# ---- seq_divider_flat ----
Figure 1. Pin map (seq_divider_flat).
Scale: 6 px per um. Pins as bars across the die edge, other pins in grey.
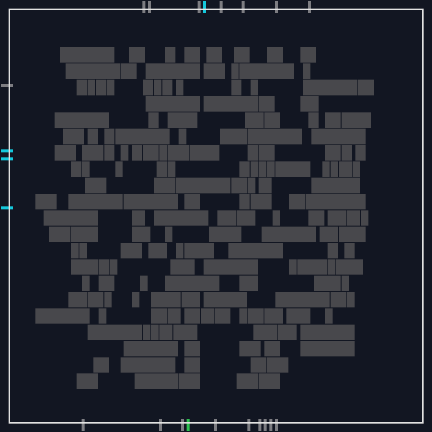
Figure 2. Routed metal, one colour a layer (seq_divider_flat).
Scale: 6 px per um. Two of the layers only.
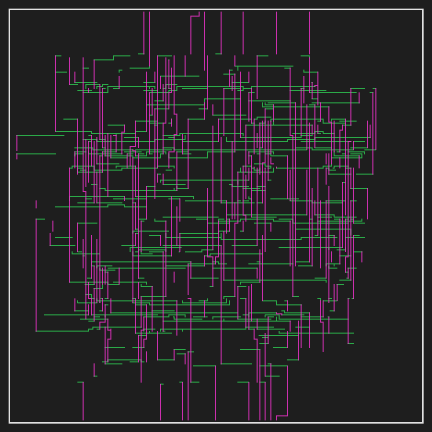
--- src/rtl/seq_divider_if.sv ---
// Handshake and result bundle for seq_divider: the requester drives start/operands,
// the divider returns busy/done and the held results.
interface seq_divider_if #(
  parameter int unsigned WIDTH = 4
);
  logic             start;
  logic [WIDTH-1:0] dividend;
  logic [WIDTH-1:0] divisor;
  logic             busy;
  logic             done;
  logic [WIDTH-1:0] quotient;
  logic [WIDTH-1:0] remainder;
  logic             div_by_zero;

  modport master (
    output start, dividend, divisor,
    input  busy, done, quotient, remainder, div_by_zero
  );

  modport slave (
    input  start, dividend, divisor,
    output busy, done, quotient, remainder, div_by_zero
  );
endinterface

--- src/rtl/seq_divider.sv ---
// Sequential unsigned restoring divider: one quotient bit per clock, results held
// until the next accepted start, divide-by-zero answered at the accept edge.
module seq_divider #(
  parameter int unsigned WIDTH = 4
) (
  input logic          clk,
  input logic          rst_n,
  seq_divider_if.slave bus
);
  localparam int unsigned CW = $clog2(WIDTH + 1);

  typedef enum logic {IDLE, RUN} state_t;

  state_t           state, state_next;
  logic [WIDTH-1:0] q, q_next;
  logic [WIDTH:0]   r, r_next;
  logic [WIDTH-1:0] d, d_next;
  logic [CW-1:0]    cnt, cnt_next;
  logic [WIDTH-1:0] quo, quo_next;
  logic [WIDTH-1:0] rem, rem_next;
  logic             done, done_next;
  logic             dbz, dbz_next;
  logic [WIDTH:0]   r_shift;
  logic [WIDTH:0]   trial;

  always_ff @(posedge clk or negedge rst_n) begin
    if (!rst_n) state <= IDLE;
    else        state <= state_next;
  end

  always_ff @(posedge clk or negedge rst_n) begin
    if (!rst_n) begin
      q    <= '0;
      r    <= '0;
      d    <= '0;
      cnt  <= '0;
      quo  <= '0;
      rem  <= '0;
      done <= 1'b0;
      dbz  <= 1'b0;
    end else begin
      q    <= q_next;
      r    <= r_next;
      d    <= d_next;
      cnt  <= cnt_next;
      quo  <= quo_next;
      rem  <= rem_next;
      done <= done_next;
      dbz  <= dbz_next;
    end
  end

  always_comb begin
    state_next = state;
    q_next     = q;
    r_next     = r;
    d_next     = d;
    cnt_next   = cnt;
    quo_next   = quo;
    rem_next   = rem;
    dbz_next   = dbz;
    done_next  = 1'b0;
    r_shift    = {r[WIDTH-1:0], q[WIDTH-1]};
    trial      = r_shift - {1'b0, d};

    case (state)
      IDLE: begin
        if (bus.start) begin
          if (bus.divisor == '0) begin
            // Zero divisor completes in place; no iterations are started.
            quo_next  = '1;
            rem_next  = bus.dividend;
            dbz_next  = 1'b1;
            done_next = 1'b1;
          end else begin
            q_next     = bus.dividend;
            r_next     = '0;
            d_next     = bus.divisor;
            cnt_next   = CW'(WIDTH);
            quo_next   = '0;
            rem_next   = '0;
            dbz_next   = 1'b0;
            state_next = RUN;
          end
        end
      end
      RUN: begin
        if (!trial[WIDTH]) begin
          r_next = trial;
          q_next = {q[WIDTH-2:0], 1'b1};
        end else begin
          r_next = r_shift;
          q_next = {q[WIDTH-2:0], 1'b0};
        end
        cnt_next = cnt - 1'b1;
        if (cnt == CW'(1)) begin
          quo_next   = q_next;
          rem_next   = r_next[WIDTH-1:0];
          done_next  = 1'b1;
          state_next = IDLE;
        end
      end
      default: state_next = IDLE;
    endcase
  end

  assign bus.busy        = (state == RUN);
  assign bus.done        = done;
  assign bus.quotient    = quo;
  assign bus.remainder   = rem;
  assign bus.div_by_zero = dbz;
endmodule
--- src/flat_wrapper.sv ---
// flat-port wrapper written by rule: the top's interface ports become plain ports
module seq_divider_flat 
#(
  parameter int unsigned WIDTH = 4
)
  (clk, rst_n, bus_start, bus_dividend, bus_divisor, bus_busy, bus_done, bus_quotient, bus_remainder, bus_div_by_zero);
  seq_divider_if #(.WIDTH(WIDTH)) bus_i ();
  input logic clk;
  input logic rst_n;
  input wire logic [$bits(bus_i.start)-1:0] bus_start;
  input wire logic [$bits(bus_i.dividend)-1:0] bus_dividend;
  input wire logic [$bits(bus_i.divisor)-1:0] bus_divisor;
  output wire logic [$bits(bus_i.busy)-1:0] bus_busy;
  output wire logic [$bits(bus_i.done)-1:0] bus_done;
  output wire logic [$bits(bus_i.quotient)-1:0] bus_quotient;
  output wire logic [$bits(bus_i.remainder)-1:0] bus_remainder;
  output wire logic [$bits(bus_i.div_by_zero)-1:0] bus_div_by_zero;
  assign bus_i.start = bus_start;
  assign bus_i.dividend = bus_dividend;
  assign bus_i.divisor = bus_divisor;
  assign bus_busy = bus_i.busy;
  assign bus_done = bus_i.done;
  assign bus_quotient = bus_i.quotient;
  assign bus_remainder = bus_i.remainder;
  assign bus_div_by_zero = bus_i.div_by_zero;
  seq_divider #(.WIDTH(WIDTH)) u_core (.clk(clk), .rst_n(rst_n), .bus(bus_i));
endmodule
--- config.mk ---
export PLATFORM = sky130hd
export DESIGN_NAME = seq_divider_flat
export DESIGN_NICKNAME = d
export VERILOG_FILES = /design/src/rtl/seq_divider_if.sv /design/src/rtl/seq_divider.sv /design/src/flat_wrapper.sv
export SDC_FILE = /design/constraint.sdc
export NUM_CORES = 1
export LEC_CHECK = 0
export ABC_AREA = 0
export CAP_MARGIN = 15
export CORE_MARGIN = 4
export CORE_UTILIZATION = 40
export CTS_CLUSTER_SIZE = 28
export DETAILED_ROUTE_END_ITERATION = 8
export SLEW_MARGIN = 10
export SYNTH_ARGS = -nofsm -noshare
export SYNTH_HDL_FRONTEND = slang
export SYNTH_SLANG_ARGS = --single-unit
export TNS_END_PERCENT = 20
--- constraint.sdc ---
create_clock -name clk -period 2.1 [get_ports clk]
set_clock_uncertainty 0.05 [all_clocks]
set_input_delay 0.42 -clock clk [delete_from_list [all_inputs] [get_ports clk]]
set_output_delay 0.42 -clock clk [all_outputs]
set_load 0.1 [all_outputs]
==> out/metrics.csv <==
stage,metric,value,unit
finish,largestClassByArea,logic gates,
worst_setup_path,critical_path_peak_fanout,2,
finish,layout.clock_buffers,4,
finish,nNetsFinal,197,
run_status,status,"complete, no violations",
finish,design_area,0.001871,mm2
route,drt_drc_violations_left,0,
timing,hold_viol_final,0,
cts,clock_pin_slew_worst_setup_and_hold_paths,90,ps
logic_synthesis,aoi_share,0.1699,
logic_synthesis,synth_flops,26,
finish,utilization_after_layout,0.5434,
finish,n_fill_cell,328,
worst_setup_path,critPathBufInv,0,
cts,cts_num_sinks,26,
finish,combGateArea,788.3,um2
placement,postPlaceCellArea,0.001794,mm2
placement,gpl.final_weighted_congestion,0.7515,
logic_synthesis,synthDominantCellAreaShare,0.4418,
logic_synthesis,synthesis.instances,147,
Notes on Figure 1 above:
| port | colour | pins | direction | edge |
|---|---|---|---|---|
| bus_dividend | cyan | 4 | input | 3 west, 1 north |
| bus_div_by_zero | green | 1 | output | south |
all pins by edge: 10 south, 8 north, 4 west
die width: 68.68 um
chip height: 68.68 um
quantity of I/O buffers inserted on ports: 21

Notes on Figure 2 above:
| layer | colour | wire length |
|---|---|---|
| metal 2 | magenta | 1690 um |
| metal 1 | green | 1450 um |
GRT Overall Usage: 0.1610
final wirelength: 3206 um
via count: 1134
wire per inst: 14.31 um

worst paths after layout:
path / depth (start not counted) / startpoint / to / slack, ps
worst max-delay path: 7 / u_core.d[0] / u_core.r[3] / 20
worst min-delay path: 2 / u_core.bus.div_by_zero / u_core.bus.div_by_zero / 440
worst max register to register: 7 / u_core.d[0] / u_core.r[3] / 20
worst min register to register: 2 / u_core.bus.div_by_zero / u_core.bus.div_by_zero / 440
max in group asynchronous: 2 / rst_n / u_core.r[3] / 1280
min in group asynchronous: 2 / rst_n / u_core.bus.div_by_zero / 460

# ---- barrel_shifter_pipe ----
Figure 3. Placed standard cells (barrel_shifter_pipe).
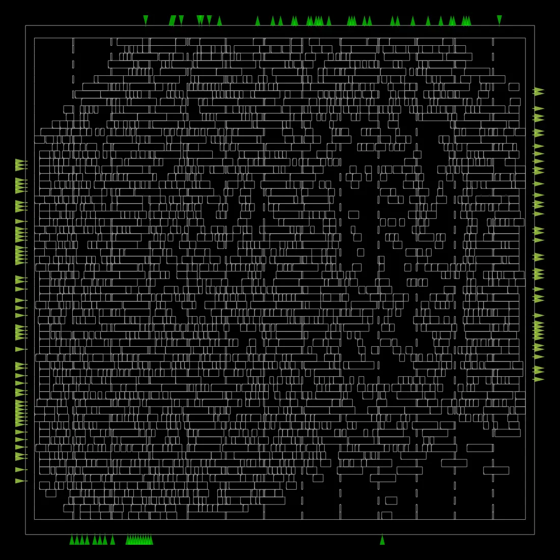
Figure 4. Layout detail (barrel_shifter_pipe).
Window x 72 to 112, y 72 to 112 um. Cells in grey, sequential cells in the stronger grey; small squares are vias.
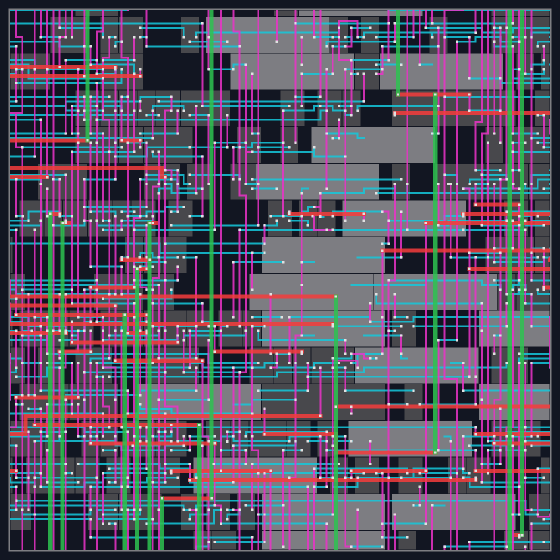
File: src/rtl/barrel_shifter_pipe.sv
// barrel_shifter_pipe: pipelined log-shifter (LSL/LSR/ASL/ASR/ROL/ROR) with a
// valid/ready handshake, carry-out flag and ASL signed-overflow flag.
// Ports: clk, rst (async, active-high);
//        in_valid/in_ready/in_data/in_amt/in_op  - operation request;
//        out_valid/out_ready/out_data/out_carry/out_ovf - result.
module barrel_shifter_pipe #(
   parameter int WIDTH  = 64,
   parameter int SHW    = $clog2(WIDTH),
   parameter int STAGES = 3
) (
   input  logic             clk,
   input  logic             rst,
   input  logic             in_valid,
   output logic             in_ready,
   input  logic [WIDTH-1:0] in_data,
   input  logic [SHW-1:0]   in_amt,
   input  logic [2:0]       in_op,
   output logic             out_valid,
   input  logic             out_ready,
   output logic [WIDTH-1:0] out_data,
   output logic             out_carry,
   output logic             out_ovf
);

   localparam logic [2:0] OP_LSL = 3'b000;
   localparam logic [2:0] OP_LSR = 3'b001;
   localparam logic [2:0] OP_ASL = 3'b010;
   localparam logic [2:0] OP_ASR = 3'b011;
   localparam logic [2:0] OP_ROL = 3'b100;
   localparam logic [2:0] OP_ROR = 3'b101;

   typedef struct packed {
      logic             valid;
      logic [2:0]       op;
      logic [SHW-1:0]   amt;
      logic [WIDTH-1:0] data;
      logic             cy;
      logic             ov;
   } stg_t;

   stg_t head;
   stg_t tail;
   stg_t pipe_d [STAGES];
   stg_t pipe_q [STAGES];
   logic adv;
   logic amt_nz;

   assign tail     = pipe_q[STAGES-1];
   assign adv      = !tail.valid || out_ready;
   assign in_ready = adv;

   always_comb begin
      head       = '0;
      head.valid = in_valid;
      head.op    = in_op;
      head.amt   = in_amt;
      head.data  = in_data;
   end

   // Level k shifts by 2^k and lives in stage floor(k*STAGES/SHW).
   // A level takes its input from the previous level when both share a
   // stage, otherwise from the register closing the previous stage.
   for (genvar k = 0; k < SHW; k++) begin : lvl
      localparam int SH = 1 << k;
      localparam int S  = (k * STAGES) / SHW;
      localparam int SP = (k == 0) ? 0 : ((k - 1) * STAGES) / SHW;
      localparam int SN = ((k + 1) * STAGES) / SHW;

      stg_t        i;
      stg_t        o;
      logic [SH:0] top;

      if (k == 0) begin : g_head
         assign i = head;
      end else if (S != SP) begin : g_reg
         assign i = pipe_q[S-1];
      end else begin : g_chain
         assign i = lvl[k-1].o;
      end

      // Bits that must match the sign for this partial ASL to be lossless.
      assign top = i.data[WIDTH-1 -: SH+1];

      // The carry is overwritten by every applied level: the last level
      // applied removes the bit that was shifted out last overall.
      // Overflow accumulates since adjacent windows overlap by one bit.
      always_comb begin
         o = i;
         if (i.amt[k]) begin
            case (i.op)
               OP_LSL, OP_ASL: begin
                  o.data = i.data << SH;
                  o.cy   = i.data[WIDTH-SH];
                  if (i.op == OP_ASL && top != '0 && top != '1)
                     o.ov = 1'b1;
               end
               OP_LSR: begin
                  o.data = i.data >> SH;
                  o.cy   = i.data[SH-1];
               end
               OP_ASR: begin
                  o.data = WIDTH'($signed(i.data) >>> SH);
                  o.cy   = i.data[SH-1];
               end
               OP_ROL: begin
                  o.data = (i.data << SH) | (i.data >> (WIDTH - SH));
               end
               OP_ROR: begin
                  o.data = (i.data >> SH) | (i.data << (WIDTH - SH));
               end
               default: begin
                  o = i;
               end
            endcase
         end
      end

      if (k == SHW - 1 || SN != S) begin : g_tap
         assign pipe_d[S] = o;
      end
   end

   always_ff @(posedge clk or posedge rst) begin
      if (rst) begin
         for (int s = 0; s < STAGES; s++)
            pipe_q[s] <= '0;
      end else if (adv) begin
         for (int s = 0; s < STAGES; s++)
            pipe_q[s] <= pipe_d[s];
      end
   end

   // Rotate carry is a bit of the final result, so it is picked at the end.
   assign amt_nz = |tail.amt;

   always_comb begin
      out_carry = tail.cy;
      if (amt_nz) begin
         if (tail.op == OP_ROL)
            out_carry = tail.data[0];
         else if (tail.op == OP_ROR)
            out_carry = tail.data[WIDTH-1];
      end
   end

   assign out_valid = tail.valid;
   assign out_data  = tail.data;
   assign out_ovf   = tail.ov;

endmodule

File: config.mk
export PLATFORM = sky130hd
export DESIGN_NAME = barrel_shifter_pipe
export DESIGN_NICKNAME = d
export VERILOG_FILES = /design/src/rtl/barrel_shifter_pipe.sv
export SDC_FILE = /design/constraint.sdc
export NUM_CORES = 1
export LEC_CHECK = 0
export CAP_MARGIN = 20
export CORE_MARGIN = 3
export CORE_UTILIZATION = 52
export DETAILED_ROUTE_END_ITERATION = 6
export PLACE_DENSITY = 0.78
export SYNTH_ARGS = -nofsm -noshare
export SYNTH_HDL_FRONTEND = slang
export SYNTH_SLANG_ARGS = --single-unit
export TNS_END_PERCENT = 1
File: constraint.sdc
create_clock -name clk -period 9.64 [get_ports clk]
set_input_delay 0.964 -clock clk [delete_from_list [all_inputs] [get_ports clk]]
set_output_delay 0.964 -clock clk [all_outputs]
set_load 0.02 [all_outputs]
==> out/metrics.csv <==
stage,metric,value,unit
global_routing,antenna_found_initial,0,
timing,hold_viol_final,0,
hold_path,holdCritPathClass,reg2reg,
cts,cts_root_buf,sky130_fd_sc_hd__clkbuf_16,
logic_synthesis,synthArstFlopShare,1.000,
power_and_ir_drop,proportion_of_total_power_due_to_net_switching,0.4776,
die,dieWidth,184.1,um
logic_synthesis,mappedNetlistArea,0.01649,mm2
power_and_ir_drop,seq-power,1.93,mW
logic_synthesis,synth_flops,228,
power_and_ir_drop,internal_power_contribution,3.091,mW
cts,clock_pin_slew_worst_setup_and_hold_paths,60,ps
route,wl_per_cell,19.36,um
cts,postCtsResizedCells,0,
die,design.portCount,145,
logic_synthesis,yosys_warnings,0,
run_status,status,"complete, no violations",
finish,combGateArea,0.009525,mm2
die,die_area,0.03388,mm2
timing,tns,0,ps
power_and_ir_drop,pg_comb,2.97,mW
global_routing,grt_pass1_vias,14261,
route,drt-initial-drc-count,1602,
## Picture notes: Figure 3
area of the core region: 0.03091 mm2
Finished Layout Cells: 2536
fill cell count: 2778
total number of sequential cells: 228
Placement Rows: 64

## Picture notes: Figure 4
| layer | colour |
|---|---|
| metal 2 | magenta |
| metal 1 | cyan |
| metal 4 | green |
| metal 3 | red |
sequential cells in the window: 19
netlist names of flops here include: lvl.i (19)
cells with their middle in the window: 137
most frequent: nand2_1 (31), o21ai_0 (26), dfrtp_1 (19)

cells by family (layout without fill, tap and decap cells):
| family | count (synthesis) | in the layout | share of synthesized area |
|---|---|---|---|
| DFF | 228 | 228 | 0.3461 |
| and+or+nand+nor | 737 | 737 | 0.1800 |
| muxes | 247 | 247 | 0.1503 |
| buffers and inverters | 258 | 219 | 0.07923 |
| xor gates and xnor gates | 1 | 1 | 0.0005313 |
| AOI/OAI and AO/OA | 708 | 708 | 0.2438 |
metal layers:
layer	track usage	share of wire
met1	0.3894	0.43
met2	0.4722	0.47
met3	0.02513	0.059
met4	0.1025	0.040
met5	0	0


==> gallery <==
Signal wires on met2.
picture 1
Scale: 2 px per um.
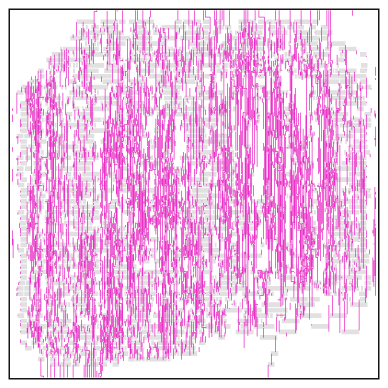
picture 2
Scale: 6 px per um.
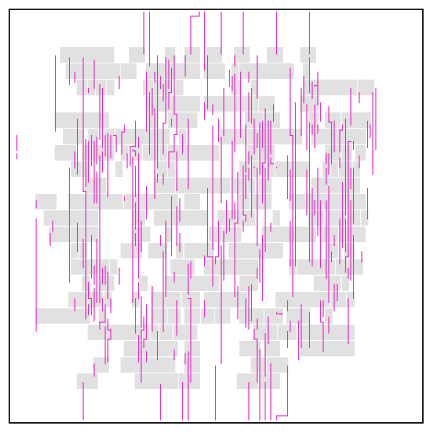
- picture 2 = seq_divider_flat
- picture 1 = barrel_shifter_pipe

Key to picture 2:
share of all routed wire: 53%
wire length on this layer: 1690 um
main direction: vertical
longest straight run: 27.2 um

Power and IR drop assume default switching activity.
